######## design 1 ########
<file path="config.mk">
export PLATFORM = sky130hd
export DESIGN_NAME = vending_session_arbiter
export DESIGN_NICKNAME = d
export VERILOG_FILES = /design/src/rtl/vending_pkg.sv /design/src/rtl/vending_session_arbiter_rr_pick.sv /design/src/rtl/vending_session_arbiter.sv
export SDC_FILE = /design/constraint.sdc
export NUM_CORES = 1
export LEC_CHECK = 0
export CAP_MARGIN = 20
export CORE_MARGIN = 4
export CORE_UTILIZATION = 59
export CTS_CLUSTER_DIAMETER = 40
export DETAILED_ROUTE_END_ITERATION = 12
export HOLD_SLACK_MARGIN = 0.15
export PLACE_DENSITY = 0.86
export SYNTH_ARGS = -nofsm -noshare
export SYNTH_HDL_FRONTEND = slang
export SYNTH_SLANG_ARGS = --single-unit
</file>
<file path="constraint.sdc">
create_clock -name clk -period 6.1 [get_ports clk]
set_input_delay 1.83 -clock clk [delete_from_list [all_inputs] [get_ports clk]]
set_output_delay 1.83 -clock clk [all_outputs]
set_load 0.005 [all_outputs]
</file>
<file path="src/rtl/vending_pkg.sv">
// Shared definitions for the vending session arbiter: FSM state encoding
// and the default sizing used when the top is instantiated without overrides.
package vending_pkg;

  typedef enum logic [1:0] {
    S_IDLE    = 2'd0,
    S_CLEAR   = 2'd1,
    S_SERVE   = 2'd2,
    S_RELEASE = 2'd3
  } state_e;

  localparam int N_KIOSK_DEF     = 4;
  localparam int TIMEOUT_CYC_DEF = 200;

endpackage

</file>
<file path="src/rtl/vending_session_arbiter_rr_pick.sv">
// rr_pick: purely combinational round-robin picker. Scans the request vector
// upward starting at ptr_i, wrapping from N-1 back to 0, and returns the first
// requester as a one-hot vector and as an index. Also used by the printer arbiter.
module rr_pick #(
  parameter int N   = 4,
  parameter int IDW = $clog2(N)
) (
  input  logic [N-1:0]   req_i,
  input  logic [IDW-1:0] ptr_i,
  output logic [N-1:0]   onehot_o,
  output logic [IDW-1:0] idx_o,
  output logic           any_o
);

  // First set request at or after the pointer wins; later hits are ignored.
  always_comb begin
    onehot_o = '0;
    idx_o    = '0;
    any_o    = 1'b0;
    for (int off = 0; off < N; off++) begin
      int             kk;
      logic [IDW-1:0] k;
      kk = int'(ptr_i) + off;
      if (kk >= N) kk = kk - N;
      k = IDW'(kk);
      if (!any_o && req_i[k]) begin
        any_o       = 1'b1;
        onehot_o[k] = 1'b1;
        idx_o       = k;
      end
    end
  end

endmodule

</file>
<file path="src/rtl/vending_session_arbiter.sv">
// vending_session_arbiter: hands the shared vending_machine core to one kiosk
// per ticket session, clears the core between sessions, aborts idle sessions
// and rotates priority round-robin.
// Optional build macro VSA_STAFF_PRIORITY_EN: kiosk 0 (staff console) wins
// every arbitration it takes part in and does not advance the rotation pointer.
module vending_session_arbiter
  import vending_pkg::*;
#(
  parameter int N_KIOSK     = N_KIOSK_DEF,
  parameter int TIMEOUT_CYC = TIMEOUT_CYC_DEF,
  parameter int CNT_W       = 8,
  parameter int ID_W        = $clog2(N_KIOSK)
) (
  input  logic               clk,
  input  logic               reset,
  input  logic [N_KIOSK-1:0] req,
  input  logic [N_KIOSK-1:0] done,
  input  logic [N_KIOSK-1:0] activity,
  output logic [N_KIOSK-1:0] gnt,
  output logic [ID_W-1:0]    gnt_id,
  output logic               busy,
  output logic               vm_reset,
  output logic               timeout
);

  localparam logic [CNT_W-1:0] IDLE_LIMIT = CNT_W'(TIMEOUT_CYC - 1);

  state_e               state_q, state_d;
  logic [N_KIOSK-1:0]   gnt_q, gnt_d;
  logic [N_KIOSK-1:0]   sel_q, sel_d;
  logic [ID_W-1:0]      gnt_id_q, gnt_id_d;
  logic [ID_W-1:0]      rr_ptr_q, rr_ptr_d;
  logic [CNT_W-1:0]     idle_cnt_q, idle_cnt_d;
  logic                 busy_q, busy_d;
  logic                 vm_reset_q, vm_reset_d;
  logic                 timeout_q, timeout_d;

  logic [N_KIOSK-1:0]   pick_oh, win_oh;
  logic [ID_W-1:0]      pick_idx, win_idx, ptr_next;
  logic                 pick_any;
  logic                 sel_done, sel_req, sel_act;

  rr_pick #(
    .N   (N_KIOSK),
    .IDW (ID_W)
  ) u_pick (
    .req_i    (req),
    .ptr_i    (rr_ptr_q),
    .onehot_o (pick_oh),
    .idx_o    (pick_idx),
    .any_o    (pick_any)
  );

  // Events are only honoured from the kiosk that owns the session.
  assign sel_done = |(done & sel_q);
  assign sel_req  = |(req & sel_q);
  assign sel_act  = |(activity & sel_q);
  assign ptr_next = (gnt_id_q == ID_W'(N_KIOSK - 1)) ? '0 : gnt_id_q + 1'b1;

  // Final winner: round-robin pick, optionally overridden by the staff console.
  always_comb begin
    win_oh  = pick_oh;
    win_idx = pick_idx;
`ifdef VSA_STAFF_PRIORITY_EN
    if (req[0]) begin
      win_oh    = '0;
      win_oh[0] = 1'b1;
      win_idx   = '0;
    end
`endif
  end

  // Session FSM: next state and next value of every registered output.
  always_comb begin
    state_d    = state_q;
    gnt_d      = '0;
    sel_d      = sel_q;
    gnt_id_d   = gnt_id_q;
    rr_ptr_d   = rr_ptr_q;
    idle_cnt_d = idle_cnt_q;
    busy_d     = 1'b0;
    vm_reset_d = 1'b0;
    timeout_d  = 1'b0;
    case (state_q)
      S_IDLE: begin
        if (pick_any) begin
          state_d    = S_CLEAR;
          sel_d      = win_oh;
          gnt_id_d   = win_idx;
          busy_d     = 1'b1;
          vm_reset_d = 1'b1;
        end
      end
      S_CLEAR: begin
        state_d    = S_SERVE;
        gnt_d      = sel_q;
        busy_d     = 1'b1;
        idle_cnt_d = '0;
      end
      S_SERVE: begin
        busy_d = 1'b1;
        if (sel_done || !sel_req) begin
          state_d = S_RELEASE;
        end else if (!sel_act && idle_cnt_q == IDLE_LIMIT) begin
          state_d   = S_RELEASE;
          timeout_d = 1'b1;
        end else begin
          gnt_d      = sel_q;
          idle_cnt_d = sel_act ? '0 : idle_cnt_q + 1'b1;
        end
      end
      S_RELEASE: begin
        state_d = S_IDLE;
`ifdef VSA_STAFF_PRIORITY_EN
        if (gnt_id_q != '0) rr_ptr_d = ptr_next;
`else
        rr_ptr_d = ptr_next;
`endif
      end
      default: state_d = S_IDLE;
    endcase
  end

  // State and output registers with synchronous reset.
  always_ff @(posedge clk) begin
    if (reset) begin
      state_q    <= S_IDLE;
      gnt_q      <= '0;
      sel_q      <= '0;
      gnt_id_q   <= '0;
      rr_ptr_q   <= '0;
      idle_cnt_q <= '0;
      busy_q     <= 1'b0;
      vm_reset_q <= 1'b1;
      timeout_q  <= 1'b0;
    end else begin
      state_q    <= state_d;
      gnt_q      <= gnt_d;
      sel_q      <= sel_d;
      gnt_id_q   <= gnt_id_d;
      rr_ptr_q   <= rr_ptr_d;
      idle_cnt_q <= idle_cnt_d;
      busy_q     <= busy_d;
      vm_reset_q <= vm_reset_d;
      timeout_q  <= timeout_d;
    end
  end

  assign gnt      = gnt_q;
  assign gnt_id   = gnt_id_q;
  assign busy     = busy_q;
  assign vm_reset = vm_reset_q;
  assign timeout  = timeout_q;

endmodule

</file>
######## design 2 ########
File: config.mk
export PLATFORM = sky130hd
export DESIGN_NAME = exec_stage_nlane
export DESIGN_NICKNAME = d
export VERILOG_FILES = /design/src/rtl/exec_pkg.sv /design/src/rtl/exec_alu_lane.sv /design/src/rtl/exec_stage_nlane.sv
export SDC_FILE = /design/constraint.sdc
export NUM_CORES = 2
export LEC_CHECK = 0
export ABC_AREA = 1
export CORE_MARGIN = 10
export CORE_UTILIZATION = 50
export CTS_CLUSTER_DIAMETER = 40
export CTS_CLUSTER_SIZE = 14
export DETAILED_ROUTE_END_ITERATION = 16
export GPL_ROUTABILITY_DRIVEN = 0
export PLACE_DENSITY = 0.72
export SYNTH_ARGS = -nofsm -noshare
export SYNTH_HDL_FRONTEND = slang
export SYNTH_HIERARCHICAL = 1
export SYNTH_SLANG_ARGS = --single-unit
File: constraint.sdc
create_clock -name clk -period 17.9 [get_ports clk]
set_clock_uncertainty 0.2 [all_clocks]
set_input_delay 1.79 -clock clk [delete_from_list [all_inputs] [get_ports clk]]
set_output_delay 1.79 -clock clk [all_outputs]
set_load 0.03 [all_outputs]
File: src/rtl/exec_pkg.sv
// Shared definitions for the N-lane execute stage: ALU op codes, B-operand
// select codes and the op legality check.
package exec_pkg;

  localparam logic [3:0] ALU_AND  = 4'h0;
  localparam logic [3:0] ALU_OR   = 4'h1;
  localparam logic [3:0] ALU_ADD  = 4'h2;
  localparam logic [3:0] ALU_XOR  = 4'h3;
  localparam logic [3:0] ALU_NOR  = 4'h4;
  localparam logic [3:0] ALU_SLL  = 4'h5;
  localparam logic [3:0] ALU_SRL  = 4'h6;
  localparam logic [3:0] ALU_SRA  = 4'h7;
  localparam logic [3:0] ALU_SUB  = 4'h8;
  localparam logic [3:0] ALU_SLT  = 4'h9;
  localparam logic [3:0] ALU_SLTU = 4'hA;
  localparam logic [3:0] ALU_LUI  = 4'hB;
  localparam logic [3:0] ALU_MUL  = 4'hC;

  localparam logic [1:0] SRC_REG   = 2'd0;
  localparam logic [1:0] SRC_IMM   = 2'd1;
  localparam logic [1:0] SRC_SHAMT = 2'd2;

  // MUL is only legal when the multi-cycle multiplier is built in.
  function automatic logic op_legal(input logic [3:0] fun, input logic [1:0] sel,
                                    input logic mul_en);
    logic fun_ok;
    fun_ok = 1'b0;
    case (fun)
      ALU_AND, ALU_OR, ALU_ADD, ALU_XOR, ALU_NOR, ALU_SLL, ALU_SRL, ALU_SRA,
      ALU_SUB, ALU_SLT, ALU_SLTU, ALU_LUI: fun_ok = 1'b1;
      ALU_MUL:                             fun_ok = mul_en;
      default:                             fun_ok = 1'b0;
    endcase
    return fun_ok && (sel != 2'd3);
  endfunction

endpackage

File: src/rtl/exec_alu_lane.sv
// One execute lane: B-operand mux, ALU and result flags (purely combinational).
// Op C (MUL) is legal only when EXEC_MUL_EN is defined.
module exec_alu_lane
  import exec_pkg::*;
#(
  parameter int WIDTH = 32,
  parameter int SHW   = $clog2(WIDTH)
) (
  input  logic             lane_en,
  input  logic [WIDTH-1:0] data_a,
  input  logic [WIDTH-1:0] data_b,
  input  logic [WIDTH-1:0] sign_ext_imm,
  input  logic [SHW-1:0]   shamt,
  input  logic [1:0]       src_b_sel,
  input  logic [3:0]       alu_fun,
  output logic [WIDTH-1:0] result,
  output logic             zero,
  output logic             ovf,
  output logic             illegal,
  output logic             is_mul
);

`ifdef EXEC_MUL_EN
  localparam logic MUL_EN = 1'b1;
`else
  localparam logic MUL_EN = 1'b0;
`endif

  logic [WIDTH-1:0] b_s;
  logic [WIDTH-1:0] sum_s;
  logic [WIDTH-1:0] diff_s;
  logic [WIDTH-1:0] raw_s;
  logic [SHW-1:0]   shift_s;
  logic             raw_ovf_s;
  logic             legal_s;

  // Operand select and raw ALU result
  always_comb begin
    b_s = '0;
    case (src_b_sel)
      SRC_REG:   b_s = data_b;
      SRC_IMM:   b_s = sign_ext_imm;
      SRC_SHAMT: b_s = {{(WIDTH-SHW){1'b0}}, shamt};
      default:   b_s = '0;
    endcase
    shift_s   = b_s[SHW-1:0];
    sum_s     = data_a + b_s;
    diff_s    = data_a - b_s;
    raw_s     = '0;
    raw_ovf_s = 1'b0;
    case (alu_fun)
      ALU_AND:  raw_s = data_a & b_s;
      ALU_OR:   raw_s = data_a | b_s;
      ALU_ADD: begin
        raw_s     = sum_s;
        raw_ovf_s = (data_a[WIDTH-1] == b_s[WIDTH-1]) && (sum_s[WIDTH-1] != data_a[WIDTH-1]);
      end
      ALU_XOR:  raw_s = data_a ^ b_s;
      ALU_NOR:  raw_s = ~(data_a | b_s);
      ALU_SLL:  raw_s = data_a << shift_s;
      ALU_SRL:  raw_s = data_a >> shift_s;
      ALU_SRA:  raw_s = $unsigned($signed(data_a) >>> shift_s);
      ALU_SUB: begin
        raw_s     = diff_s;
        raw_ovf_s = (data_a[WIDTH-1] != b_s[WIDTH-1]) && (diff_s[WIDTH-1] != data_a[WIDTH-1]);
      end
      ALU_SLT:  raw_s = {{(WIDTH-1){1'b0}}, ($signed(data_a) < $signed(b_s))};
      ALU_SLTU: raw_s = {{(WIDTH-1){1'b0}}, (data_a < b_s)};
      ALU_LUI:  raw_s = b_s << 5'd16;
      ALU_MUL:  raw_s = data_a * b_s;
      default:  raw_s = '0;
    endcase
  end

  // Lane masking: disabled lanes are silent, illegal lanes only raise illegal
  always_comb begin
    legal_s = op_legal(alu_fun, src_b_sel, MUL_EN);
    result  = '0;
    zero    = 1'b0;
    ovf     = 1'b0;
    illegal = 1'b0;
    is_mul  = 1'b0;
    if (!lane_en) begin
      result = '0;
    end else if (!legal_s) begin
      illegal = 1'b1;
    end else begin
      result = raw_s;
      zero   = (raw_s == '0);
      ovf    = raw_ovf_s;
      is_mul = (alu_fun == ALU_MUL);
    end
  end

endmodule

File: src/rtl/exec_stage_nlane.sv
// N-lane execute stage: per-lane ALUs, registered result bundle with valid/ready
// handshake and flush. EXEC_MUL_EN adds the multi-cycle MUL hold counter.
module exec_stage_nlane
  import exec_pkg::*;
#(
  parameter int LANES   = 2,
  parameter int WIDTH   = 32,
  parameter int MUL_LAT = 4,
  localparam int SHW    = $clog2(WIDTH)
) (
  input  logic                   clk,
  input  logic                   rst_n,
  input  logic                   flush,
  input  logic                   in_valid,
  output logic                   in_ready,
  input  logic [LANES-1:0]       lane_en,
  input  logic [LANES*WIDTH-1:0] data_a,
  input  logic [LANES*WIDTH-1:0] data_b,
  input  logic [LANES*WIDTH-1:0] sign_ext_imm,
  input  logic [LANES*SHW-1:0]   shamt,
  input  logic [LANES*2-1:0]     src_b_sel,
  input  logic [LANES*4-1:0]     alu_fun,
  output logic                   out_valid,
  input  logic                   out_ready,
  output logic [LANES-1:0]       out_lane_en,
  output logic [LANES*WIDTH-1:0] alu_result,
  output logic [LANES-1:0]       zero,
  output logic [LANES-1:0]       ovf,
  output logic [LANES-1:0]       illegal
);

  if (LANES < 1 || LANES > 4 || MUL_LAT < 1) begin : g_bad_param
    $error("exec_stage_nlane: LANES must be 1..4 and MUL_LAT >= 1");
  end

  logic [WIDTH-1:0]       res_arr_s  [LANES];
  logic                   zero_arr_s [LANES];
  logic                   ovf_arr_s  [LANES];
  logic                   ill_arr_s  [LANES];
  logic                   mul_arr_s  [LANES];

  logic [LANES*WIDTH-1:0] lane_result_s;
  logic [LANES-1:0]       lane_zero_s;
  logic [LANES-1:0]       lane_ovf_s;
  logic [LANES-1:0]       lane_ill_s;
  logic                   any_mul_s;
  logic                   busy_s;
  logic                   mul_done_s;
  logic                   in_ready_s;
  logic                   accept_s;

  logic                   out_valid_r;
  logic [LANES-1:0]       out_lane_en_r;
  logic [LANES*WIDTH-1:0] result_r;
  logic [LANES-1:0]       zero_r;
  logic [LANES-1:0]       ovf_r;
  logic [LANES-1:0]       illegal_r;

  for (genvar g = 0; g < LANES; g++) begin : g_lane
    exec_alu_lane #(.WIDTH(WIDTH), .SHW(SHW)) u_lane (
      .lane_en      (lane_en[g]),
      .data_a       (data_a[g*WIDTH +: WIDTH]),
      .data_b       (data_b[g*WIDTH +: WIDTH]),
      .sign_ext_imm (sign_ext_imm[g*WIDTH +: WIDTH]),
      .shamt        (shamt[g*SHW +: SHW]),
      .src_b_sel    (src_b_sel[g*2 +: 2]),
      .alu_fun      (alu_fun[g*4 +: 4]),
      .result       (res_arr_s[g]),
      .zero         (zero_arr_s[g]),
      .ovf          (ovf_arr_s[g]),
      .illegal      (ill_arr_s[g]),
      .is_mul       (mul_arr_s[g])
    );
  end

  // Pack per-lane results into bundle vectors
  always_comb begin
    lane_result_s = '0;
    lane_zero_s   = '0;
    lane_ovf_s    = '0;
    lane_ill_s    = '0;
    any_mul_s     = 1'b0;
    for (int i = 0; i < LANES; i++) begin
      lane_result_s[i*WIDTH +: WIDTH] = res_arr_s[i];
      lane_zero_s[i] = zero_arr_s[i];
      lane_ovf_s[i]  = ovf_arr_s[i];
      lane_ill_s[i]  = ill_arr_s[i];
      any_mul_s      = any_mul_s | mul_arr_s[i];
    end
  end

`ifdef EXEC_MUL_EN
  localparam int CNT_W = $clog2(MUL_LAT + 1);
  logic [CNT_W-1:0] mul_cnt_r;

  assign busy_s     = (mul_cnt_r != '0);
  assign mul_done_s = (mul_cnt_r == CNT_W'(1));

  // MUL hold counter: loaded on a MUL bundle, result released as it hits zero
  always_ff @(posedge clk) begin
    if (!rst_n) begin
      mul_cnt_r <= '0;
    end else if (flush) begin
      mul_cnt_r <= '0;
    end else if (accept_s && any_mul_s) begin
      mul_cnt_r <= CNT_W'(MUL_LAT);
    end else if (busy_s) begin
      mul_cnt_r <= mul_cnt_r - CNT_W'(1);
    end else begin
      mul_cnt_r <= mul_cnt_r;
    end
  end
`else
  assign busy_s     = 1'b0;
  assign mul_done_s = 1'b0;
`endif

  assign in_ready_s = !busy_s && (!out_valid_r || out_ready);
  assign accept_s   = in_valid && in_ready_s && !flush;

  // Output bundle register; a MUL bundle stays invisible until the counter expires
  always_ff @(posedge clk) begin
    if (!rst_n) begin
      out_valid_r   <= 1'b0;
      out_lane_en_r <= '0;
      result_r      <= '0;
      zero_r        <= '0;
      ovf_r         <= '0;
      illegal_r     <= '0;
    end else if (flush) begin
      out_valid_r   <= 1'b0;
    end else if (accept_s) begin
      out_valid_r   <= !any_mul_s;
      out_lane_en_r <= lane_en;
      result_r      <= lane_result_s;
      zero_r        <= lane_zero_s;
      ovf_r         <= lane_ovf_s;
      illegal_r     <= lane_ill_s;
    end else if (mul_done_s) begin
      out_valid_r   <= 1'b1;
    end else if (out_valid_r && out_ready) begin
      out_valid_r   <= 1'b0;
    end else begin
      out_valid_r   <= out_valid_r;
    end
  end

  assign in_ready    = in_ready_s;
  assign out_valid   = out_valid_r;
  assign out_lane_en = out_lane_en_r;
  assign alu_result  = result_r;
  assign zero        = zero_r;
  assign ovf         = ovf_r;
  assign illegal     = illegal_r;

endmodule

==> design_1/layer_met3.png <==
(8 px per um)
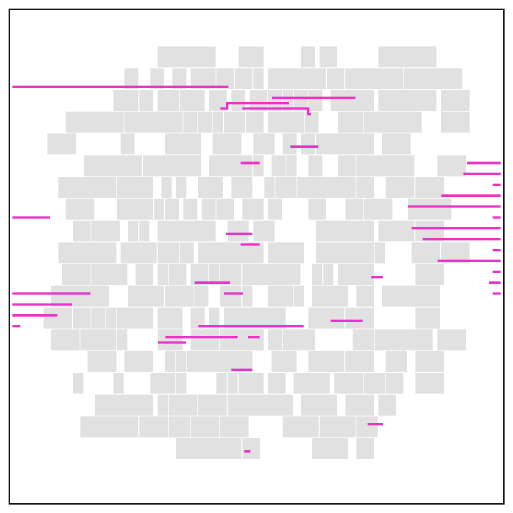
nets with wire on the layer = 32
wire length on this layer = 192 um
total wire length: 3.82 mm
met3 usage: 3.77%
detailed-route via count: 1,463

==> deck_impl_summary.md, design 1 <==
Implementation Results

Synth
  – Dominant cell type by area after synthesis: dfxtp_1
  – Synth cell count leaders: dfxtp_1, ha_1, nor2_1
  – Top post-synthesis cells by area: dfxtp_1, ha_1, mux4_2, nand2b_1, a211oi_2

Power and ir drop
  – Seq pwr: 0.252 mW
  – VDD IR max: 0.251 mV

Layout
  – # clk buffers: 3
  – Reg with most FFs: idle_cnt_q
  – Layout cells sized above 1: 11.2%
  – FILL cells: 206
  – Diode count: 0

Routing
  – M1 WL: 1.78 mm
  – Antenna viol nets, final: 0

Status
  – Status: finished, final reports clean

Timing
  – Setup Skew: 0.00827 ns
  – Hold Violations, Final: 0

Critical path
  – Startpoint Class: primary input

GRT
  – First-pass GRT wire length: 6.23 mm
  – Met1 usage: 28.6%
  – Met2 Use GR: 36.2%

Worst hold path
  – Hold Startpoint: gnt_id[1]
  – Hold path cells: 2

Clock network
  – Root Driver: clkbuf_4

Job
  – Max-cap violations: 0

Place
  – Placed Area: 0.00190 sq mm
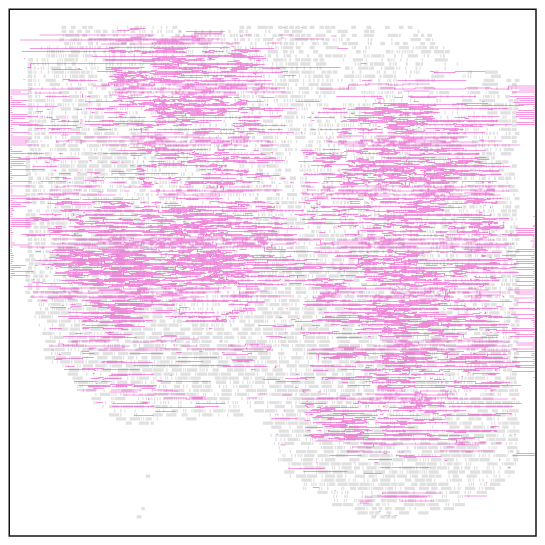
(design_2/layer_met3.png)
(1.5 px per um)
wire length on this layer = 37.8 mm
longest straight run = 123 um
main direction = horizontal
share of all routed wire = 15%
total wire length: 246 mm
met3 usage: 14.8%
detailed-route via count: 60,977

==> deck_impl_summary.md, design 2 <==
Implementation Results

Status
  – Status: finished with violations
  – Failing checks: capacitance limit

Timing
  – Tmin final: 11.99 ns
  – Hold Violations, Final: 0
  – RSZ-0062 raised after global routing: false
  – Endpoints failing setup: 0
  – Fin Hold WS: 0.280 ns
  – Sum Neg Setup Slack: 0 ns

Routing
  – M1 WL: 79.9 mm
  – Drt first-iter violations: 9,179
  – Vias per cell: 6.19
  – Drc violations: 0
  – Antenna viol nets, final: 0
  – Uppermost layer routed: met5

Critical path
  – Buf/Inv on CP: 12
  – Top Family by Delay on Critical Path: adder cells
  – Worst setup path end: zero[0]

Synth
  – Mapped cell area: 0.0545 sq mm
  – Dominant cell type by area after synthesis: fa_1
  – Yosys warns: 6
  – Register share after synthesis: 2.68%
  – Yosys chip area: 0.0545 sq mm
  – Adder share: 40.2%

Layout
  – Clk cell area share: 0.522%
  – Area growth from synthesis to layout: 7.67%
  – Register area: 0.00146 sq mm
  – Most used logic cell in the final layout: nand2_1
  – Inverter count: 1,581
  – FILL cells: 10,905

Clock network
  – Clk buf depth: 2
  – Hold-fix buffers, CTS: 0
  – Clk sinks: 73
  – Worst-Skew Late Latency: 0.34 ns

Floorplanning
  – I/O pins: 295
  – Die W: 350 um
  – Placeable Area: 0.109 sq mm

Place
  – Post-placement cell count: 9,834

GRT
  – Antenna violations before repair: 5

Power and ir drop
  – Clock Power: 0.189 mW
  – Combinational fraction of design power: 96.1%
  – Clk network pwr share: 2.0%
  – Tot Pwr: 9.42 mW
  – Sequential Power Share: 1.9%

Job
  – Max-cap violations: 1

######## design 3 ########
==> design_3/layer_met2.png <==
(6 px per um)
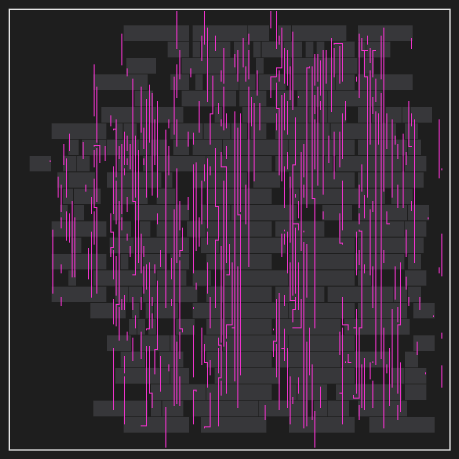

--- src/rtl/ms_uart_pkg.sv ---
// Shared definitions for the bit-rate UART receiver: FSM encoding, default sizes
// and the FIFO entry width.
package ms_uart_pkg;
  localparam int DATA_BITS_DEF  = 8;
  localparam int FIFO_DEPTH_DEF = 4;
  localparam int ENTRY_W_DEF    = DATA_BITS_DEF + 2;

  typedef enum logic [2:0] {
    ST_IDLE      = 3'd0,
    ST_DATA      = 3'd1,
    ST_PARITY    = 3'd2,
    ST_STOP      = 3'd3,
    ST_WAIT_IDLE = 3'd4
  } rx_state_e;

  // Entry layout is {data, perr, ferr}.
  function automatic int entry_w(input int data_bits);
    return data_bits + 2;
  endfunction
endpackage

--- src/rtl/ms_uart_rxfifo.sv ---
// First-word-fall-through receive FIFO; head is presented combinationally and
// reads as zero while empty.
module ms_uart_rxfifo
  import ms_uart_pkg::*;
#(
  parameter int W     = ENTRY_W_DEF,
  parameter int DEPTH = FIFO_DEPTH_DEF
) (
  input  logic         internalclk,
  input  logic         RESETN,
  input  logic         push,
  input  logic         pop,
  input  logic [W-1:0] din,
  output logic [W-1:0] dout,
  output logic         empty,
  output logic         full,
  output logic         ovf
);
  localparam int AW = $clog2(DEPTH);

  logic [W-1:0]  mem [DEPTH];
  logic [AW-1:0] wptr_q, rptr_q;
  logic [AW:0]   cnt_q;
  logic          do_push, do_pop;

  assign empty   = (cnt_q == '0);
  assign full    = (cnt_q == (AW+1)'(DEPTH));
  // A pop in the same cycle frees the slot, so a push into a full FIFO still lands.
  assign do_pop  = pop & ~empty;
  assign do_push = push & (~full | do_pop);
  assign ovf     = push & full & ~do_pop;
  assign dout    = empty ? '0 : mem[rptr_q];

  always_ff @(posedge internalclk) begin
    if (do_push) mem[wptr_q] <= din;
  end

  always_ff @(posedge internalclk or posedge RESETN) begin
    if (RESETN) begin
      wptr_q <= '0;
      rptr_q <= '0;
      cnt_q  <= '0;
    end else begin
      if (do_push) wptr_q <= wptr_q + 1'b1;
      if (do_pop)  rptr_q <= rptr_q + 1'b1;
      case ({do_push, do_pop})
        2'b10:   cnt_q <= cnt_q + 1'b1;
        2'b01:   cnt_q <= cnt_q - 1'b1;
        default: ;
      endcase
    end
  end
endmodule

--- src/rtl/ms_uart_bitrx.sv ---
// UART frame receiver clocked at the bit rate: start, data LSB first, even
// parity, stop; completed frames land in a small FWFT FIFO.
module ms_uart_bitrx
  import ms_uart_pkg::*;
#(
  parameter int DATA_BITS  = DATA_BITS_DEF,
  parameter int FIFO_DEPTH = FIFO_DEPTH_DEF
) (
  input  logic                 internalclk,
  input  logic                 RESETN,
  input  logic                 SIN,
  input  logic                 RD,
  output logic [DATA_BITS-1:0] DOUT,
  output logic                 PERR,
  output logic                 FERR,
  output logic                 EMPTY,
  output logic                 FULL,
  output logic                 OVR,
  output logic                 BUSY
);
  localparam int EW = entry_w(DATA_BITS);
  localparam int IW = (DATA_BITS > 1) ? $clog2(DATA_BITS) : 1;
  localparam logic [IW-1:0] LAST_IDX = IW'(DATA_BITS - 1);

  rx_state_e            state_q, state_d;
  logic [IW-1:0]        idx_q;
  logic [DATA_BITS-1:0] data_q;
  logic                 perr_q, ovr_q, push, ovf;
  logic [EW-1:0]        push_entry, head;

  always_comb begin
    state_d = state_q;
    push    = 1'b0;
    case (state_q)
      ST_IDLE:      if (!SIN) state_d = ST_DATA;
      ST_DATA:      if (idx_q == LAST_IDX) state_d = ST_PARITY;
      ST_PARITY:    state_d = ST_STOP;
      ST_STOP: begin
        push    = 1'b1;
        state_d = SIN ? ST_IDLE : ST_WAIT_IDLE;
      end
      // Line stuck low after a bad stop: no start detection until it returns high.
      ST_WAIT_IDLE: if (SIN) state_d = ST_IDLE;
      default:      state_d = ST_IDLE;
    endcase
  end

  always_ff @(posedge internalclk or posedge RESETN) begin
    if (RESETN) begin
      state_q <= ST_IDLE;
      idx_q   <= '0;
      data_q  <= '0;
      perr_q  <= 1'b0;
      ovr_q   <= 1'b0;
    end else begin
      state_q <= state_d;
      if (ovf) ovr_q <= 1'b1;
      case (state_q)
        ST_IDLE:   idx_q <= '0;
        ST_DATA: begin
          data_q[idx_q] <= SIN;
          idx_q         <= idx_q + 1'b1;
        end
        ST_PARITY: perr_q <= SIN ^ (^data_q);
        default:   ;
      endcase
    end
  end

  assign push_entry = {data_q, perr_q, ~SIN};

  ms_uart_rxfifo #(.W(EW), .DEPTH(FIFO_DEPTH)) u_fifo (
    .internalclk (internalclk),
    .RESETN      (RESETN),
    .push        (push),
    .pop         (RD),
    .din         (push_entry),
    .dout        (head),
    .empty       (EMPTY),
    .full        (FULL),
    .ovf         (ovf)
  );

  assign DOUT = head[EW-1:2];
  assign PERR = head[1];
  assign FERR = head[0];
  assign OVR  = ovr_q;
  assign BUSY = (state_q != ST_IDLE);
endmodule

--- config.mk ---
export PLATFORM = sky130hd
export DESIGN_NAME = ms_uart_bitrx
export DESIGN_NICKNAME = d
export VERILOG_FILES = /design/src/rtl/ms_uart_pkg.sv /design/src/rtl/ms_uart_rxfifo.sv /design/src/rtl/ms_uart_bitrx.sv
export SDC_FILE = /design/constraint.sdc
export NUM_CORES = 1
export LEC_CHECK = 0
export CAP_MARGIN = 5
export CORE_MARGIN = 2
export CORE_UTILIZATION = 58
export DETAILED_ROUTE_END_ITERATION = 6
export GPL_TIMING_DRIVEN = 0
export PLACE_DENSITY = 0.9
export SLEW_MARGIN = 0
export SYNTH_ARGS = -nofsm -noshare
export SYNTH_HDL_FRONTEND = slang
export SYNTH_HIERARCHICAL = 1
export SYNTH_SLANG_ARGS = --single-unit
--- constraint.sdc ---
create_clock -name internalclk -period 4.8 [get_ports internalclk]
set_input_delay 0.96 -clock internalclk [delete_from_list [all_inputs] [get_ports internalclk]]
set_output_delay 0.96 -clock internalclk [all_outputs]
set_load 0.02 [all_outputs]
######## design 4 ########
$ cat config.mk
export PLATFORM = sky130hd
export DESIGN_NAME = fmps_mitigation_scan
export DESIGN_NICKNAME = d
export VERILOG_FILES = /design/src/rtl/fmps_mitigation_scan.sv
export SDC_FILE = /design/constraint.sdc
export NUM_CORES = 1
export LEC_CHECK = 0
export ABC_AREA = 1
export CAP_MARGIN = 10
export CORE_ASPECT_RATIO = 1.1
export CORE_UTILIZATION = 43
export CTS_CLUSTER_SIZE = 14
export DETAILED_ROUTE_END_ITERATION = 10
export PLACE_DENSITY = 0.79
export SLEW_MARGIN = 30
export SYNTH_ARGS = -nofsm -noshare
export SYNTH_HDL_FRONTEND = slang
export SYNTH_SLANG_ARGS = --single-unit
$ cat constraint.sdc
create_clock -name sysClk -period 8.15 [get_ports sysClk]
set_input_delay 2.445 -clock sysClk [delete_from_list [all_inputs] [get_ports sysClk]]
set_output_delay 2.445 -clock sysClk [all_outputs]
set_load 0.1 [all_outputs]
$ cat src/rtl/fmps_mitigation_scan.sv
// Fast MPS mitigation scan.
// Once the gathering stage marks an FA cycle's readout valid, this block walks the FMPS readout
// port and builds trip and missing bitmaps for the enabled nodes. It raises a sticky mitigation
// trip with the lowest offending index, and counts scans that the next FA strobe cuts short.
module fmps_mitigation_scan #(
    parameter int unsigned INDEX_WIDTH   = 5,
    parameter int unsigned OVERRUN_WIDTH = 8
) (
    input  logic                          sysClk,
    input  logic                          sysReset,
    input  logic                          FAstrobe,
    input  logic                          readoutValid,
    input  logic                          readTimeout,
    input  logic [INDEX_WIDTH:0]          fmpsCount,
    input  logic [(2**INDEX_WIDTH)-1:0]   fmpsMask,
    input  logic                          tripOnMissing,
    input  logic                          clearTrip,
    output logic [INDEX_WIDTH-1:0]        fmpsReadoutAddress,
    input  logic [31:0]                   fmpsReadout,
    input  logic                          fmpsReadoutPresent,
    output logic [(2**INDEX_WIDTH)-1:0]   tripBitmap,
    output logic [(2**INDEX_WIDTH)-1:0]   missingBitmap,
    output logic                          resultStrobe,
    output logic                          mitigationTrip,
    output logic [INDEX_WIDTH-1:0]        firstTripIndex,
    output logic [OVERRUN_WIDTH-1:0]      overrunCount
);

    localparam int unsigned NumNodes = 2 ** INDEX_WIDTH;
    localparam int unsigned CountW   = INDEX_WIDTH + 1;

    localparam logic [INDEX_WIDTH:0]     MaxCount   = CountW'(NumNodes);
    localparam logic [INDEX_WIDTH:0]     CountOne   = CountW'(1);
    localparam logic [INDEX_WIDTH-1:0]   AddrOne    = INDEX_WIDTH'(1);
    localparam logic [OVERRUN_WIDTH-1:0] OverrunOne = OVERRUN_WIDTH'(1);

    typedef enum logic [1:0] {
        StIdle,
        StScan,
        StDone
    } stateT;

    stateT                   stateQ, stateD;
    logic                    validDlyQ, timeoutDlyQ;
    logic [INDEX_WIDTH-1:0]  addrQ, addrD;
    logic                    pendQ, pendD;
    logic [INDEX_WIDTH-1:0]  capIdxQ, capIdxD;
    logic [NumNodes-1:0]     scratchTripQ, scratchTripD;
    logic [NumNodes-1:0]     scratchMissQ, scratchMissD;
    logic [NumNodes-1:0]     tripBitmapQ, missingBitmapQ;
    logic                    mitigationTripQ;
    logic [INDEX_WIDTH-1:0]  firstTripIndexQ;
    logic [OVERRUN_WIDTH-1:0] overrunQ;

    logic                    validRise, validFall, timeoutRise;
    logic [INDEX_WIDTH:0]    countClamped;
    logic [INDEX_WIDTH-1:0]  lastIdx;
    logic [NumNodes-1:0]     rangeMask;
    logic [NumNodes-1:0]     offenders;
    logic [INDEX_WIDTH-1:0]  lowestOffender;
    logic                    abortScan;
    logic                    publish;
    logic                    unusedReadoutBits;

    // Only bit 0 of the readout word carries the node trip request.
    assign unusedReadoutBits = ^fmpsReadout[31:1];

    assign validRise   = readoutValid & ~validDlyQ;
    assign validFall   = ~readoutValid & validDlyQ;
    assign timeoutRise = readTimeout & ~timeoutDlyQ;

    assign countClamped = (fmpsCount > MaxCount) ? MaxCount : fmpsCount;
    // Only meaningful when countClamped is non-zero; the zero case never enters the scan.
    assign lastIdx      = INDEX_WIDTH'(countClamped - CountOne);

    assign offenders = tripBitmapQ | (tripOnMissing ? missingBitmapQ : '0);

    // Node range mask and lowest-offender priority encode.
    always_comb begin
        rangeMask      = '0;
        lowestOffender = '0;
        for (int i = 0; i < NumNodes; i++) begin
            rangeMask[i] = (CountW'(i) < countClamped);
        end
        for (int i = NumNodes - 1; i >= 0; i--) begin
            if (offenders[i]) begin
                lowestOffender = INDEX_WIDTH'(i);
            end
        end
    end

    // Next-state, address sequencing and scratch bitmap capture.
    always_comb begin
        stateD       = stateQ;
        addrD        = addrQ;
        pendD        = pendQ;
        capIdxD      = capIdxQ;
        scratchTripD = scratchTripQ;
        scratchMissD = scratchMissQ;
        abortScan    = 1'b0;

        unique case (stateQ)
            StIdle: begin
                addrD = '0;
                pendD = 1'b0;
                // FAstrobe blocks any start, even a coincident readoutValid rise.
                if (!FAstrobe) begin
                    if (validRise) begin
                        scratchTripD = '0;
                        scratchMissD = '0;
                        stateD       = (countClamped == '0) ? StDone : StScan;
                    end else if (timeoutRise) begin
                        scratchTripD = '0;
                        scratchMissD = fmpsMask & rangeMask;
                        stateD       = StDone;
                    end
                end
            end

            StScan: begin
                if (FAstrobe || validFall) begin
                    stateD    = StIdle;
                    addrD     = '0;
                    pendD     = 1'b0;
                    abortScan = 1'b1;
                end else begin
                    // Data on the port belongs to the address driven one cycle earlier.
                    if (pendQ && fmpsMask[capIdxQ]) begin
                        if (!fmpsReadoutPresent) begin
                            scratchMissD[capIdxQ] = 1'b1;
                        end else if (fmpsReadout[0]) begin
                            scratchTripD[capIdxQ] = 1'b1;
                        end
                    end
                    if (pendQ && (capIdxQ >= lastIdx)) begin
                        stateD = StDone;
                        addrD  = '0;
                        pendD  = 1'b0;
                    end else begin
                        pendD   = 1'b1;
                        capIdxD = addrQ;
                        if (addrQ != lastIdx) begin
                            addrD = addrQ + AddrOne;
                        end
                    end
                end
            end

            StDone: begin
                stateD = StIdle;
            end

            default: begin
                stateD = StIdle;
            end
        endcase
    end

    // Bitmaps are published on the edge that enters DONE, so they are visible with resultStrobe.
    assign publish = (stateQ != StDone) && (stateD == StDone);

    // Scan state, edge-detect delays and scratch/published bitmaps.
    always_ff @(posedge sysClk or posedge sysReset) begin
        if (sysReset) begin
            stateQ         <= StIdle;
            validDlyQ      <= 1'b0;
            timeoutDlyQ    <= 1'b0;
            addrQ          <= '0;
            pendQ          <= 1'b0;
            capIdxQ        <= '0;
            scratchTripQ   <= '0;
            scratchMissQ   <= '0;
            tripBitmapQ    <= '0;
            missingBitmapQ <= '0;
        end else begin
            stateQ       <= stateD;
            validDlyQ    <= readoutValid;
            timeoutDlyQ  <= readTimeout;
            addrQ        <= addrD;
            pendQ        <= pendD;
            capIdxQ      <= capIdxD;
            scratchTripQ <= scratchTripD;
            scratchMissQ <= scratchMissD;
            if (publish) begin
                tripBitmapQ    <= scratchTripD;
                missingBitmapQ <= scratchMissD;
            end
        end
    end

    // Sticky trip: set from the freshly published result in DONE; a coincident clear loses.
    always_ff @(posedge sysClk or posedge sysReset) begin
        if (sysReset) begin
            mitigationTripQ <= 1'b0;
            firstTripIndexQ <= '0;
        end else if ((stateQ == StDone) && (offenders != '0) &&
                     (!mitigationTripQ || clearTrip)) begin
            mitigationTripQ <= 1'b1;
            firstTripIndexQ <= lowestOffender;
        end else if (clearTrip) begin
            mitigationTripQ <= 1'b0;
        end
    end

    // Saturating count of scans aborted before completion.
    always_ff @(posedge sysClk or posedge sysReset) begin
        if (sysReset) begin
            overrunQ <= '0;
        end else if (abortScan && (overrunQ != '1)) begin
            overrunQ <= overrunQ + OverrunOne;
        end
    end

    assign fmpsReadoutAddress = addrQ;
    assign tripBitmap         = tripBitmapQ;
    assign missingBitmap      = missingBitmapQ;
    assign resultStrobe       = (stateQ == StDone);
    assign mitigationTrip     = mitigationTripQ;
    assign firstTripIndex     = firstTripIndexQ;
    assign overrunCount       = overrunQ;

endmodule

######## design 5 ########
===== config.mk =====
export PLATFORM = sky130hd
export DESIGN_NAME = rv_clint
export DESIGN_NICKNAME = d
export VERILOG_FILES = /design/src/rtl/rv_clint_pkg.sv /design/src/rtl/rv_clint_hart.sv /design/src/rtl/rv_clint.sv
export SDC_FILE = /design/constraint.sdc
export NUM_CORES = 1
export LEC_CHECK = 0
export ABC_AREA = 1
export CAP_MARGIN = 10
export CELL_PAD_IN_SITES_DETAIL_PLACEMENT = 0
export CELL_PAD_IN_SITES_GLOBAL_PLACEMENT = 1
export CORE_ASPECT_RATIO = 0.5
export CORE_UTILIZATION = 39
export CTS_CLUSTER_SIZE = 10
export DETAILED_ROUTE_END_ITERATION = 10
export PLACE_DENSITY = 0.92
export SYNTH_ARGS = -nofsm -noshare
export SYNTH_HDL_FRONTEND = slang
export SYNTH_SLANG_ARGS = --single-unit
export TNS_END_PERCENT = 10

===== constraint.sdc =====
create_clock -name CLK -period 2.5 [get_ports CLK]
set_input_delay 0.375 -clock CLK [delete_from_list [all_inputs] [get_ports CLK]]
set_output_delay 0.375 -clock CLK [all_outputs]
set_load 0.02 [all_outputs]

===== src/rtl/rv_clint_pkg.sv =====
// rv_clint_pkg: shared constants and types for the core-local interruptor.
//   - CLINT window offsets for msip, mtimecmp and mtime
//   - mtimecmp reset value
//   - clint_region_e: decoded target region of a register access
package rv_clint_pkg;

  localparam logic [15:0] CLINT_MSIP_BASE     = 16'h0000;
  localparam logic [15:0] CLINT_MTIMECMP_BASE = 16'h4000;
  localparam logic [15:0] CLINT_MTIME_LO      = 16'hBFF8;
  localparam logic [15:0] CLINT_MTIME_HI      = 16'hBFFC;

  localparam logic [63:0] MTIMECMP_RESET = 64'hFFFF_FFFF_FFFF_FFFF;

  typedef enum logic [1:0] {
    REG_NONE,
    REG_MSIP,
    REG_MTIMECMP,
    REG_MTIME
  } clint_region_e;

endpackage


===== src/rtl/rv_clint_hart.sv =====
// rv_clint_hart: per-hart CLINT state.
//   clk, rst  : clock, synchronous active-high reset
//   we        : accepted write strobe (already qualified by acceptance)
//   msip_sel  : access targets this hart's msip word
//   cmp_sel   : access targets this hart's mtimecmp
//   cmp_hi    : 1 = mtimecmp upper word, 0 = lower word
//   wdata     : write data
//   mtime     : current mtime
//   msip      : software interrupt pending bit
//   mtip      : registered (mtime >= mtimecmp)
//   rdata     : read slice, zero unless this hart is selected
module rv_clint_hart
  import rv_clint_pkg::*;
(
  input  logic        clk,
  input  logic        rst,
  input  logic        we,
  input  logic        msip_sel,
  input  logic        cmp_sel,
  input  logic        cmp_hi,
  input  logic [31:0] wdata,
  input  logic [63:0] mtime,
  output logic        msip,
  output logic        mtip,
  output logic [31:0] rdata
);

  logic [63:0] mtimecmp;

  always_ff @(posedge clk) begin
    if (rst) begin
      msip     <= 1'b0;
      mtimecmp <= MTIMECMP_RESET;
      mtip     <= 1'b0;
    end else begin
      if (we && msip_sel) msip <= wdata[0];
      if (we && cmp_sel) begin
        if (cmp_hi) mtimecmp[63:32] <= wdata;
        else        mtimecmp[31:0]  <= wdata;
      end
      mtip <= (mtime >= mtimecmp);
    end
  end

  always_comb begin
    rdata = '0;
    if (msip_sel)     rdata = {31'b0, msip};
    else if (cmp_sel) rdata = cmp_hi ? mtimecmp[63:32] : mtimecmp[31:0];
  end

endmodule


===== src/rtl/rv_clint.sv =====
// rv_clint: core-local interruptor (mtime, per-hart mtimecmp and msip).
//   CLK, RST : clock, synchronous active-high reset
//   w_req    : register access request (single cycle)
//   w_we     : 1 = write, 0 = read
//   w_addr   : byte offset in the CLINT window, bits [1:0] ignored
//   w_wdata  : write data
//   r_ack    : completion pulse, one cycle after an accepted request
//   r_rdata  : read data while r_ack=1, otherwise 0
//   w_mtime  : current mtime
//   w_mtip   : per-hart timer interrupt pending
//   w_msip   : per-hart software interrupt pending
module rv_clint
  import rv_clint_pkg::*;
#(
  parameter int N_HARTS  = 1,
  parameter int TICK_DIV = 1
) (
  input  logic               CLK,
  input  logic               RST,
  input  logic               w_req,
  input  logic               w_we,
  input  logic [15:0]        w_addr,
  input  logic [31:0]        w_wdata,
  output logic               r_ack,
  output logic [31:0]        r_rdata,
  output logic [63:0]        w_mtime,
  output logic [N_HARTS-1:0] w_mtip,
  output logic [N_HARTS-1:0] w_msip
);

  localparam int PW = (TICK_DIV > 1) ? $clog2(TICK_DIV) : 1;

  logic [PW-1:0] presc;
  logic          tick;
  logic [63:0]   mtime;
  logic          accept;
  logic          wr_en;
  logic [11:0]   msip_idx;
  logic [10:0]   cmp_idx;
  clint_region_e region;
  logic [31:0]   rd_value;
  logic [31:0]   hart_rdata [N_HARTS];
  logic          wr_mtime_lo;
  logic          wr_mtime_hi;
  logic          addr_unused;

  assign addr_unused = ^w_addr[1:0];

  // A request arriving while the previous ack is out is ignored.
  assign accept   = w_req && !r_ack;
  assign wr_en    = accept && w_we;
  assign msip_idx = w_addr[13:2];
  assign cmp_idx  = w_addr[13:3];
  assign tick     = (presc == PW'(TICK_DIV - 1));

  always_comb begin
    region = REG_NONE;
    if (w_addr[15:14] == CLINT_MSIP_BASE[15:14] && msip_idx < 12'(N_HARTS))
      region = REG_MSIP;
    else if (w_addr[15:14] == CLINT_MTIMECMP_BASE[15:14] && cmp_idx < 11'(N_HARTS))
      region = REG_MTIMECMP;
    else if (w_addr[15:3] == CLINT_MTIME_LO[15:3])
      region = REG_MTIME;
  end

  assign wr_mtime_lo = wr_en && region == REG_MTIME && w_addr[2] == CLINT_MTIME_LO[2];
  assign wr_mtime_hi = wr_en && region == REG_MTIME && w_addr[2] == CLINT_MTIME_HI[2];

  // An mtime write overrides the tick increment; the prescaler keeps running.
  always_ff @(posedge CLK) begin
    if (RST) begin
      presc <= '0;
      mtime <= '0;
    end else begin
      presc <= tick ? '0 : presc + 1'b1;
      if (wr_mtime_lo)      mtime[31:0]  <= w_wdata;
      else if (wr_mtime_hi) mtime[63:32] <= w_wdata;
      else if (tick)        mtime        <= mtime + 64'd1;
    end
  end

  for (genvar h = 0; h < N_HARTS; h++) begin : g_hart
    rv_clint_hart u_hart (
      .clk      (CLK),
      .rst      (RST),
      .we       (wr_en),
      .msip_sel (region == REG_MSIP && msip_idx == 12'(h)),
      .cmp_sel  (region == REG_MTIMECMP && cmp_idx == 11'(h)),
      .cmp_hi   (w_addr[2]),
      .wdata    (w_wdata),
      .mtime    (mtime),
      .msip     (w_msip[h]),
      .mtip     (w_mtip[h]),
      .rdata    (hart_rdata[h])
    );
  end

  // Hart slices are zero unless selected, so they can simply be ORed.
  always_comb begin
    rd_value = '0;
    if (region == REG_MTIME) begin
      rd_value = w_addr[2] ? mtime[63:32] : mtime[31:0];
    end else begin
      for (int unsigned i = 0; i < N_HARTS; i++) rd_value = rd_value | hart_rdata[i];
    end
  end

  always_ff @(posedge CLK) begin
    if (RST) begin
      r_ack   <= 1'b0;
      r_rdata <= '0;
    end else begin
      r_ack   <= accept;
      r_rdata <= (accept && !w_we) ? rd_value : '0;
    end
  end

  assign w_mtime = mtime;

endmodule

######## design 6 ########
### src/rtl/pico_core_q.sv
// pico_core_q: 16-bit-instruction pico core with an instruction queue,
// 8 x XLEN register file, run/step control and branch redirect.
module pico_core_q #(
    parameter int XLEN     = 8,
    parameter int IQ_DEPTH = 4,
    parameter int PC_W     = 8
) (
    input  logic                        clk,
    input  logic                        rst,
    input  logic                        instr_valid,
    input  logic [15:0]                 instr,
    output logic                        instr_ready,
    input  logic                        run,
    input  logic                        step,
    output logic [PC_W-1:0]             pc,
    output logic                        wb_valid,
    output logic [2:0]                  wb_rd,
    output logic [XLEN-1:0]             wb_data,
    output logic                        st_valid,
    output logic [XLEN-1:0]             st_addr,
    output logic [XLEN-1:0]             st_data,
    output logic                        redirect,
    output logic [$clog2(IQ_DEPTH):0]   iq_count
);
    localparam int AW = $clog2(IQ_DEPTH);
    localparam int CW = AW + 1;
    localparam int SW = $clog2(XLEN);
    localparam logic [CW-1:0]   FULL   = CW'(IQ_DEPTH);
    localparam logic [AW-1:0]   PTR1   = AW'(1);
    localparam logic [CW-1:0]   CNT1   = CW'(1);
    localparam logic [PC_W-1:0] PC1    = PC_W'(1);

    typedef enum logic [1:0] {
        OP_R  = 2'b00,
        OP_I  = 2'b01,
        OP_ST = 2'b10,
        OP_BR = 2'b11
    } op_e;

    logic [15:0]     iq_q [IQ_DEPTH];
    logic [AW-1:0]   rptr_q, rptr_d, wptr_q, wptr_d;
    logic [CW-1:0]   cnt_q, cnt_d;
    logic [XLEN-1:0] rf_q [8];
    logic [PC_W-1:0] pc_q, pc_d;
    logic            wbv_q, wbv_d, stv_q, stv_d, redir_q, redir_d;
    logic [2:0]      wbrd_q, wbrd_d;
    logic [XLEN-1:0] wbdat_q, wbdat_d, sta_q, sta_d, std_q, std_d;

    logic            push, pop, rf_we, taken, br_cond;
    logic [15:0]     head;
    op_e             op;
    logic [2:0]      rd, rs1, rs2, f3;
    logic [4:0]      imm5;
    logic [XLEN-1:0] a, b, immx, r_res, i_res;
    logic [PC_W-1:0] immb;
    logic [SW-1:0]   shamt;

    assign instr_ready = (cnt_q != FULL);
    assign push  = instr_valid && instr_ready;
    assign pop   = (cnt_q != '0) && (run || step);
    assign head  = iq_q[rptr_q];
    assign op    = op_e'(head[1:0]);
    assign rd    = head[4:2];
    assign rs1   = head[7:5];
    assign rs2   = head[10:8];
    assign imm5  = head[12:8];
    assign f3    = head[15:13];
    assign a     = (rs1 == 3'd0) ? '0 : rf_q[rs1];
    assign b     = (rs2 == 3'd0) ? '0 : rf_q[rs2];
    assign immx  = {{(XLEN-5){imm5[4]}}, imm5};
    assign immb  = {{(PC_W-5){imm5[4]}}, imm5};
    assign shamt = b[SW-1:0];

    always_comb begin
        r_res = '0;
        unique case (f3)
            3'b000: r_res = a + b;
            3'b001: r_res = a - b;
            3'b010: r_res = a & b;
            3'b011: r_res = a | b;
            3'b100: r_res = a ^ b;
            3'b101: r_res = a << shamt;
            3'b110: r_res = a >> shamt;
            3'b111: r_res = {{(XLEN-1){1'b0}}, a < b};
        endcase
    end

    always_comb begin
        i_res = immx;
        unique case (f3)
            3'b000:  i_res = a + immx;
            3'b010:  i_res = {{(XLEN-1){1'b0}}, a < immx};
            3'b011:  i_res = a & immx;
            3'b100:  i_res = a | immx;
            default: i_res = immx;
        endcase
    end

    always_comb begin
        br_cond = 1'b0;
        unique case (f3[1:0])
            2'b00: br_cond = (a == b);
            2'b01: br_cond = (a != b);
            2'b10: br_cond = (a < b);
            2'b11: br_cond = (a >= b);
        endcase
    end

    always_comb begin
        pc_d    = pc_q;
        rptr_d  = rptr_q;
        wptr_d  = wptr_q;
        cnt_d   = cnt_q;
        wbv_d   = 1'b0;
        wbrd_d  = wbrd_q;
        wbdat_d = wbdat_q;
        stv_d   = 1'b0;
        sta_d   = sta_q;
        std_d   = std_q;
        redir_d = 1'b0;
        rf_we   = 1'b0;
        taken   = 1'b0;
        if (pop) begin
            rptr_d = rptr_q + PTR1;
            pc_d   = pc_q + PC1;
            unique case (op)
                OP_R, OP_I: begin
                    if (rd != 3'd0) begin
                        rf_we   = 1'b1;
                        wbv_d   = 1'b1;
                        wbrd_d  = rd;
                        wbdat_d = (op == OP_R) ? r_res : i_res;
                    end
                end
                OP_ST: begin
                    stv_d = 1'b1;
                    sta_d = a;
                    std_d = b;
                end
                OP_BR: begin
                    if (br_cond) begin
                        taken   = 1'b1;
                        redir_d = 1'b1;
                        pc_d    = pc_q + immb;
                    end
                end
            endcase
        end
        if (push) wptr_d = wptr_q + PTR1;
        unique case ({push, pop})
            2'b10:   cnt_d = cnt_q + CNT1;
            2'b01:   cnt_d = cnt_q - CNT1;
            default: cnt_d = cnt_q;
        endcase
        // A taken branch drops everything, including a same-cycle push.
        if (taken) begin
            rptr_d = '0;
            wptr_d = '0;
            cnt_d  = '0;
        end
    end

    always_ff @(posedge clk) begin
        if (push) iq_q[wptr_q] <= instr;
    end

    always_ff @(posedge clk) begin
        if (rst) begin
            for (int i = 0; i < 8; i++) rf_q[i] <= '0;
            pc_q    <= '0;
            rptr_q  <= '0;
            wptr_q  <= '0;
            cnt_q   <= '0;
            wbv_q   <= 1'b0;
            wbrd_q  <= '0;
            wbdat_q <= '0;
            stv_q   <= 1'b0;
            sta_q   <= '0;
            std_q   <= '0;
            redir_q <= 1'b0;
        end else begin
            if (rf_we) rf_q[rd] <= wbdat_d;
            pc_q    <= pc_d;
            rptr_q  <= rptr_d;
            wptr_q  <= wptr_d;
            cnt_q   <= cnt_d;
            wbv_q   <= wbv_d;
            wbrd_q  <= wbrd_d;
            wbdat_q <= wbdat_d;
            stv_q   <= stv_d;
            sta_q   <= sta_d;
            std_q   <= std_d;
            redir_q <= redir_d;
        end
    end

    assign pc       = pc_q;
    assign wb_valid = wbv_q;
    assign wb_rd    = wbrd_q;
    assign wb_data  = wbdat_q;
    assign st_valid = stv_q;
    assign st_addr  = sta_q;
    assign st_data  = std_q;
    assign redirect = redir_q;
    assign iq_count = cnt_q;
endmodule

### config.mk
export PLATFORM = sky130hd
export DESIGN_NAME = pico_core_q
export DESIGN_NICKNAME = d
export VERILOG_FILES = /design/src/rtl/pico_core_q.sv
export SDC_FILE = /design/constraint.sdc
export NUM_CORES = 1
export LEC_CHECK = 0
export CAP_MARGIN = 5
export CORE_ASPECT_RATIO = 1.25
export CORE_MARGIN = 3
export CORE_UTILIZATION = 56
export CTS_CLUSTER_DIAMETER = 150
export DETAILED_ROUTE_END_ITERATION = 8
export PLACE_DENSITY = 0.84
export SYNTH_ARGS = -nofsm -noshare
export SYNTH_HDL_FRONTEND = slang
export SYNTH_SLANG_ARGS = --single-unit
### constraint.sdc
create_clock -name clk -period 7.4 [get_ports clk]
set_input_delay 0.74 -clock clk [delete_from_list [all_inputs] [get_ports clk]]
set_output_delay 0.74 -clock clk [all_outputs]
set_load 0.05 [all_outputs]
==> design_5/layer_met2.png <==
(2 px per um)
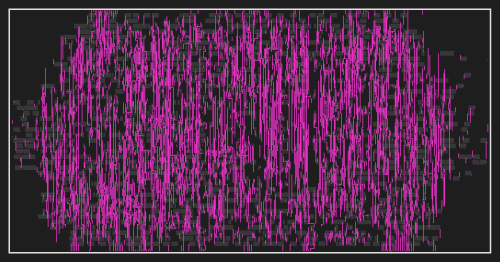
longest straight run = 87.7 um
nets with wire on the layer = 1,531

==> deck_impl_summary.md, design 5 <==
Implementation Results

Status
  – Status: finished, final reports clean

Routing
  – Detail Route met2 WL: 17.9 mm

Critical path
  – Worst reg2reg setup slack: 0.30 ns
  – FF-to-FF End: w_mtime[44]

GRT
  – Largest net degree at the start of global routing: 59

Synth
  – Distinct cells, synth: 46
  – Top post-synthesis cells by area: dfxtp_1, nand2_1, o21ai_0, ha_1, inv_1
  – Yosys top cell area share: 29.7%
  – Async set-or-reset flop fraction in the synthesized netlist: 0%

Job
  – Count of tool warnings: 28

Floorplanning
  – Chip Footprint: 0.0290 sq mm

Clock network
  – Root Driver: clkbuf_16
  – Setup bufs post-CTS: 0

Power and ir drop
  – Combinational fraction of design power: 13.5%
  – VDD IR max: 0.472 mV

Layout
  – Multi-input gate share of the layout cell area: 47.5%

Place
  – Dpl hpwl: 33.9 mm
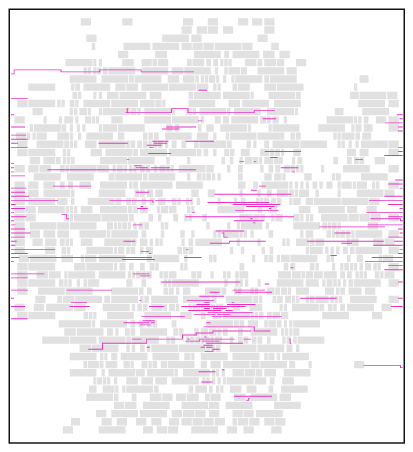
(design_4/layer_met3.png)
(3 px per um)
share of all routed wire = 5.8%
nets with wire on the layer = 136

==> deck_impl_summary.md, design 4 <==
Implementation Results

Layout
  – Diode count: 0
  – Cell area after layout: 0.00995 sq mm
  – Dominant class by area: flip-flops and latches
  – Logic area: 0.00344 sq mm
  – MI comb cells: 603
  – Inverter count: 90

Critical path
  – FF-to-FF End: missingBitmap[9]
  – Worst path max stage delay: 0.77 ns
  – Startpoint Class: primary input
  – Max FO, Critical Path: 40
  – Worst reg2reg setup slack: 4.49 ns

Place
  – Dpl hpwl: 16.4 mm
  – # port buffers: 130

Clock network
  – Hold-fix buffers, CTS: 0
  – Clk sinks: 157

Worst hold path
  – Min-delay worst type: reg2reg

GRT
  – Met1 usage: 32.7%
  – First-pass GRT wire length: 36.3 mm

Timing
  – Sum Neg Setup Slack: 0 ns
  – Endpoints failing setup: 0
  – Worst-margin pin slew: 0.990 ns

Synth
  – Adder share: 1.43%
  – Number of enable flip-flop cells: 0
  – Syn Inst Count: 886
  – Flops after synth: 157

Status
  – Status: finished, final reports clean

Power and ir drop
  – Comb power: 1.55 mW

Routing
  – Total wire length: 23.0 mm

Job
  – Max-cap violations: 0

Floorplanning
  – Die height: 144 um
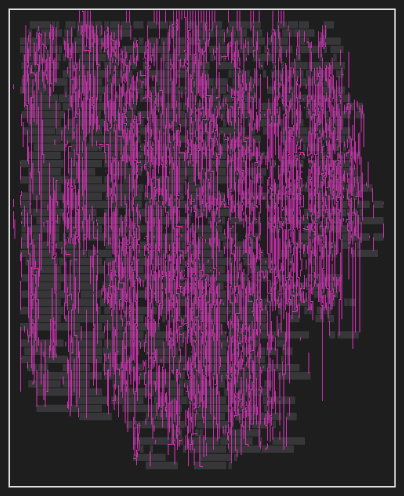
(design_6/layer_met2.png)
(3 px per um)
longest straight run = 61.2 um
wire length on this layer = 14,700 um

==> deck_impl_summary.md, design 6 <==
Implementation Results

Timing
  – Sum Neg Setup Slack: 0 ns
  – Final worst setup slack: 1.25 ns
  – Final critical-path share of the clock period: 83.1%
  – Hold Violations, Final: 0

Layout
  – Seq_cells: 171
  – Inverter count: 48
  – Clk cell area share: 4.88%
  – Register area: 0.00466 sq mm
  – Dominant class by area: combinational gates
  – # clk buffers: 19
  – Logic area: 0.00536 sq mm

Critical path
  – Crit path DAT: 6.42 ns
  – Startpoint Class: flop

GRT
  – GR Overflow Total: 0

Power and ir drop
  – Combinational fraction of design power: 62.4%
  – Seq pwr: 1.27 mW

Synth
  – Flops after synth: 171
  – Syn Inst Count: 1,006
  – Mean Syn Cell Area: 10.4 sq um
  – Number of enable flip-flop cells: 124

Place
  – Post-placement cell count: 1,265

Worst hold path
  – Hold Startpoint: st_data[3]
  – Hold endpoint: st_data[3]

Clock network
  – Hold-fix buffers, CTS: 0

Status
  – Status: finished, final reports clean

Routing
  – Total wire length: 29.8 mm
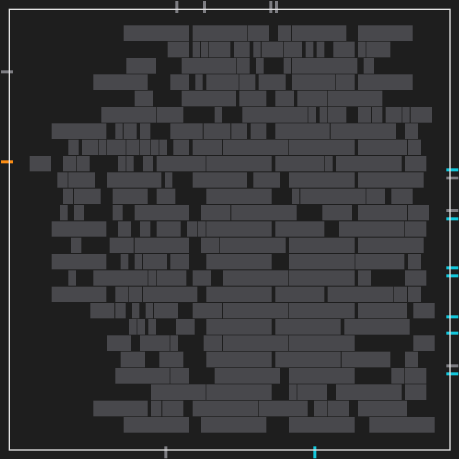
(design_3/io_placement.png)
(6 px per um) Pins as bars across the die edge, other pins in grey.
orange -> BUSY  # pins 1, direction output, edge left
cyan -> DOUT  # pins 8, direction output, edge 7 right, 1 bottom

## Picture notes: design_3/layer_met2.png
main direction = vertical
share of all routed wire = 53%
longest straight run = 44.9 um
nets with wire on the layer = 189
wire length on this layer = 2,360 um

==> deck_impl_summary.md, design 3 <==
Implementation Results

Status
  – Status: finished, final reports clean

Critical path
  – Worst setup path end: EMPTY
  – Buf/Inv on CP: 2
  – Setup crit start: u_fifo/cnt_q[0]
  – Crit path depth: 3

Layout
  – FILL cells: 305
  – Max reg flops: 40
  – Non-clk bufs: 24
  – Biggest registers after layout: u_fifo/mem x40, data_q x8
  – MI comb cells: 101
  – Fin util: 69.1%
  – Most used logic cell in the final layout: edfxtp_1
  – Non-clock buffering overhead: 6.33%

Power and ir drop
  – Clock Power: 0.470 mW
  – Power Density: 668 mW/mm^2
  – Switching part of the total power: 32.1%

Timing
  – Hold Violations, Final: 0
  – Sum Neg Setup Slack: 0 ns

Place
  – Post-placement cell count: 252
  – Dpl hpwl: 3.00 mm

Synth
  – Syn Inst Count: 181
  – Mean Syn Cell Area: 15.4 sq um
  – Dominant cell type by area after synthesis: edfxtp_1
  – Adder share: 3.87%

Job
  – Max-cap violations: 0

Routing
  – Drt first pass iters: 4
  – Vias per cell: 5.53
  – M1 WL: 1.90 mm

Floorplanning
  – Placeable Area: 0.00466 sq mm
  – Die height: 73.2 um

Clock network
  – Hold-fix buffers, CTS: 0


==> screenshots <==
Ports around the boundary.
panel A
(3 px per um) Pins as bars across the die edge, other pins in grey.
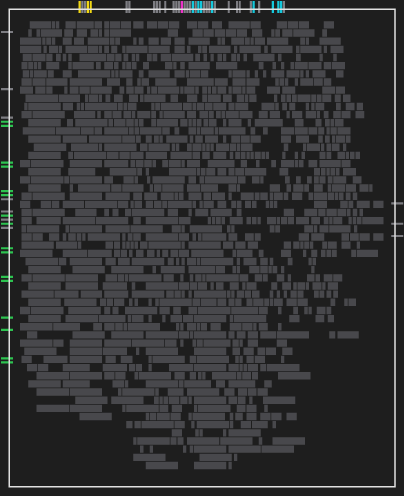
panel B
(8 px per um) Pins as bars across the die edge, other pins in grey.
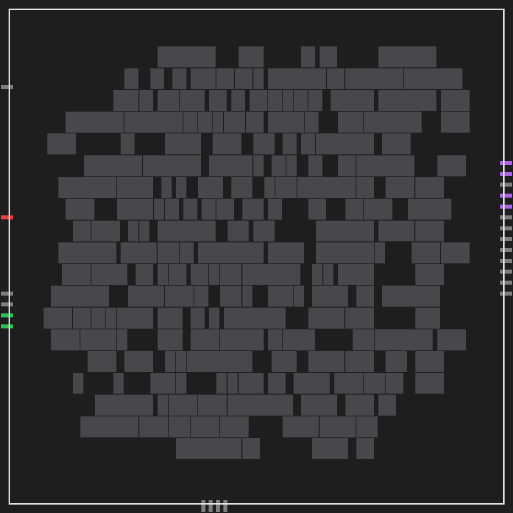
panel C
(2 px per um) Pins as bars across the die edge, other pins in grey.
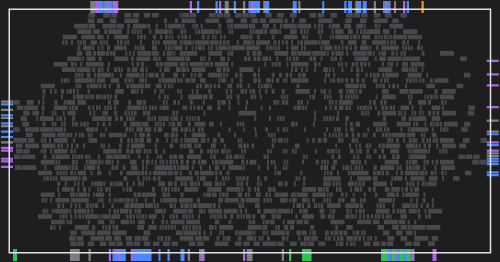
panel D
(3 px per um) Pins as bars across the die edge, other pins in grey.
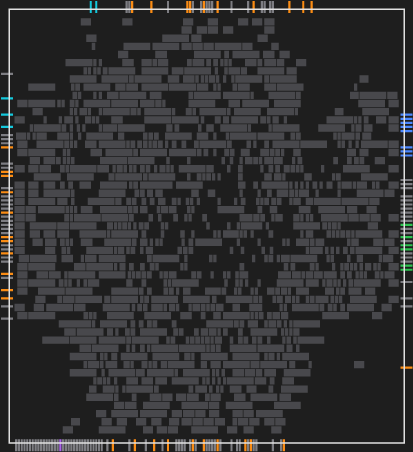
panel E
(1.5 px per um) Pins as bars across the die edge, other pins in grey.
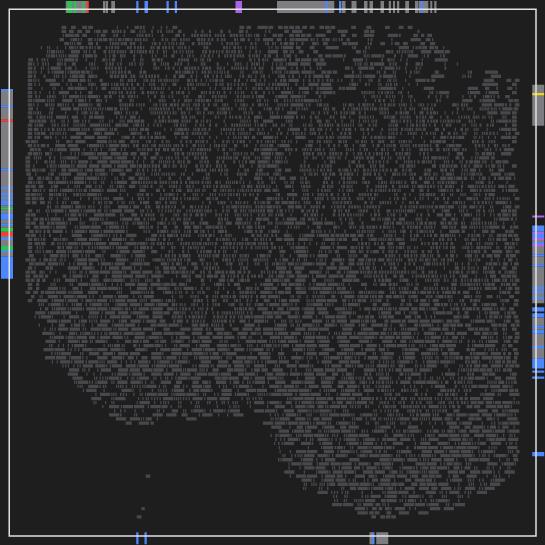
Of these, smallest die: panel B
Of these, most pins: panel E
For design 6, see panel A.
For design 4, see panel D.
For design 1, see panel B.
For design 2, see panel E.
For design 5, see panel C.


==> gallery <==
Routed metal per tile.
shot_01.png
(4 px per um) 15 x 15 tiles, from dark blue (low) to red (high), scaled to the fullest tile. Values are wire area over tile area, all layers added.
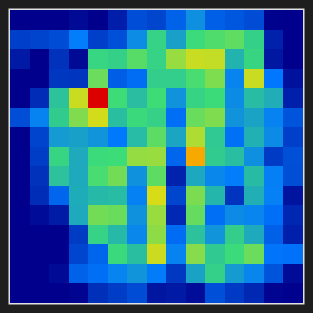
shot_02.png
(1 px per um) 35 x 35 tiles, from dark blue (low) to red (high), scaled to the fullest tile. Values are wire area over tile area, all layers added.
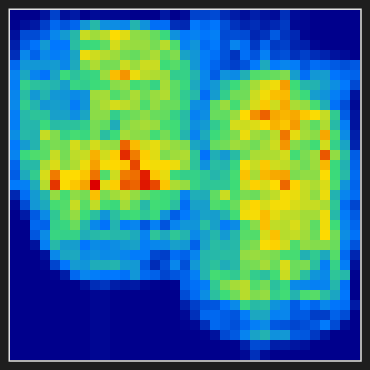
shot_03.png
(6 px per um) 12 x 12 tiles, from dark blue (low) to red (high), scaled to the fullest tile. Values are wire area over tile area, all layers added.
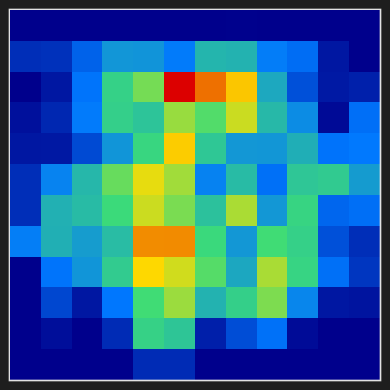
shot_04.png
(2 px per um) 26 x 29 tiles, from dark blue (low) to red (high), scaled to the fullest tile. Values are wire area over tile area, all layers added.
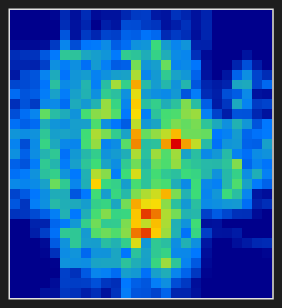
shot_05.png
(2 px per um) 26 x 32 tiles, from dark blue (low) to red (high), scaled to the fullest tile. Values are wire area over tile area, all layers added.
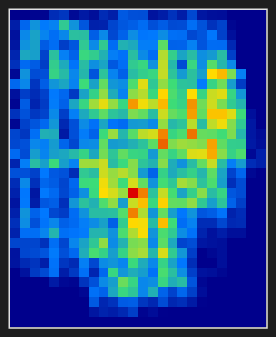
shot_06.png
(2 px per um) 24 x 12 tiles, from dark blue (low) to red (high), scaled to the fullest tile. Values are wire area over tile area, all layers added.
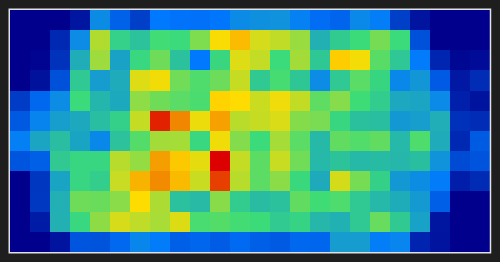
- shot_04.png = design 4
- shot_03.png = design 1
- shot_06.png = design 5
- shot_05.png = design 6
- shot_02.png = design 2
- shot_01.png = design 3

Key to shot_05.png:
tiles over half the peak = 17%
nearly empty tiles = 20%
mean over tiles = 0.25
emptiest ninth of the die = bottom right
densest ninth of the die = middle

Power figures rest on the tool's default switching activity, not on a simulated workload.
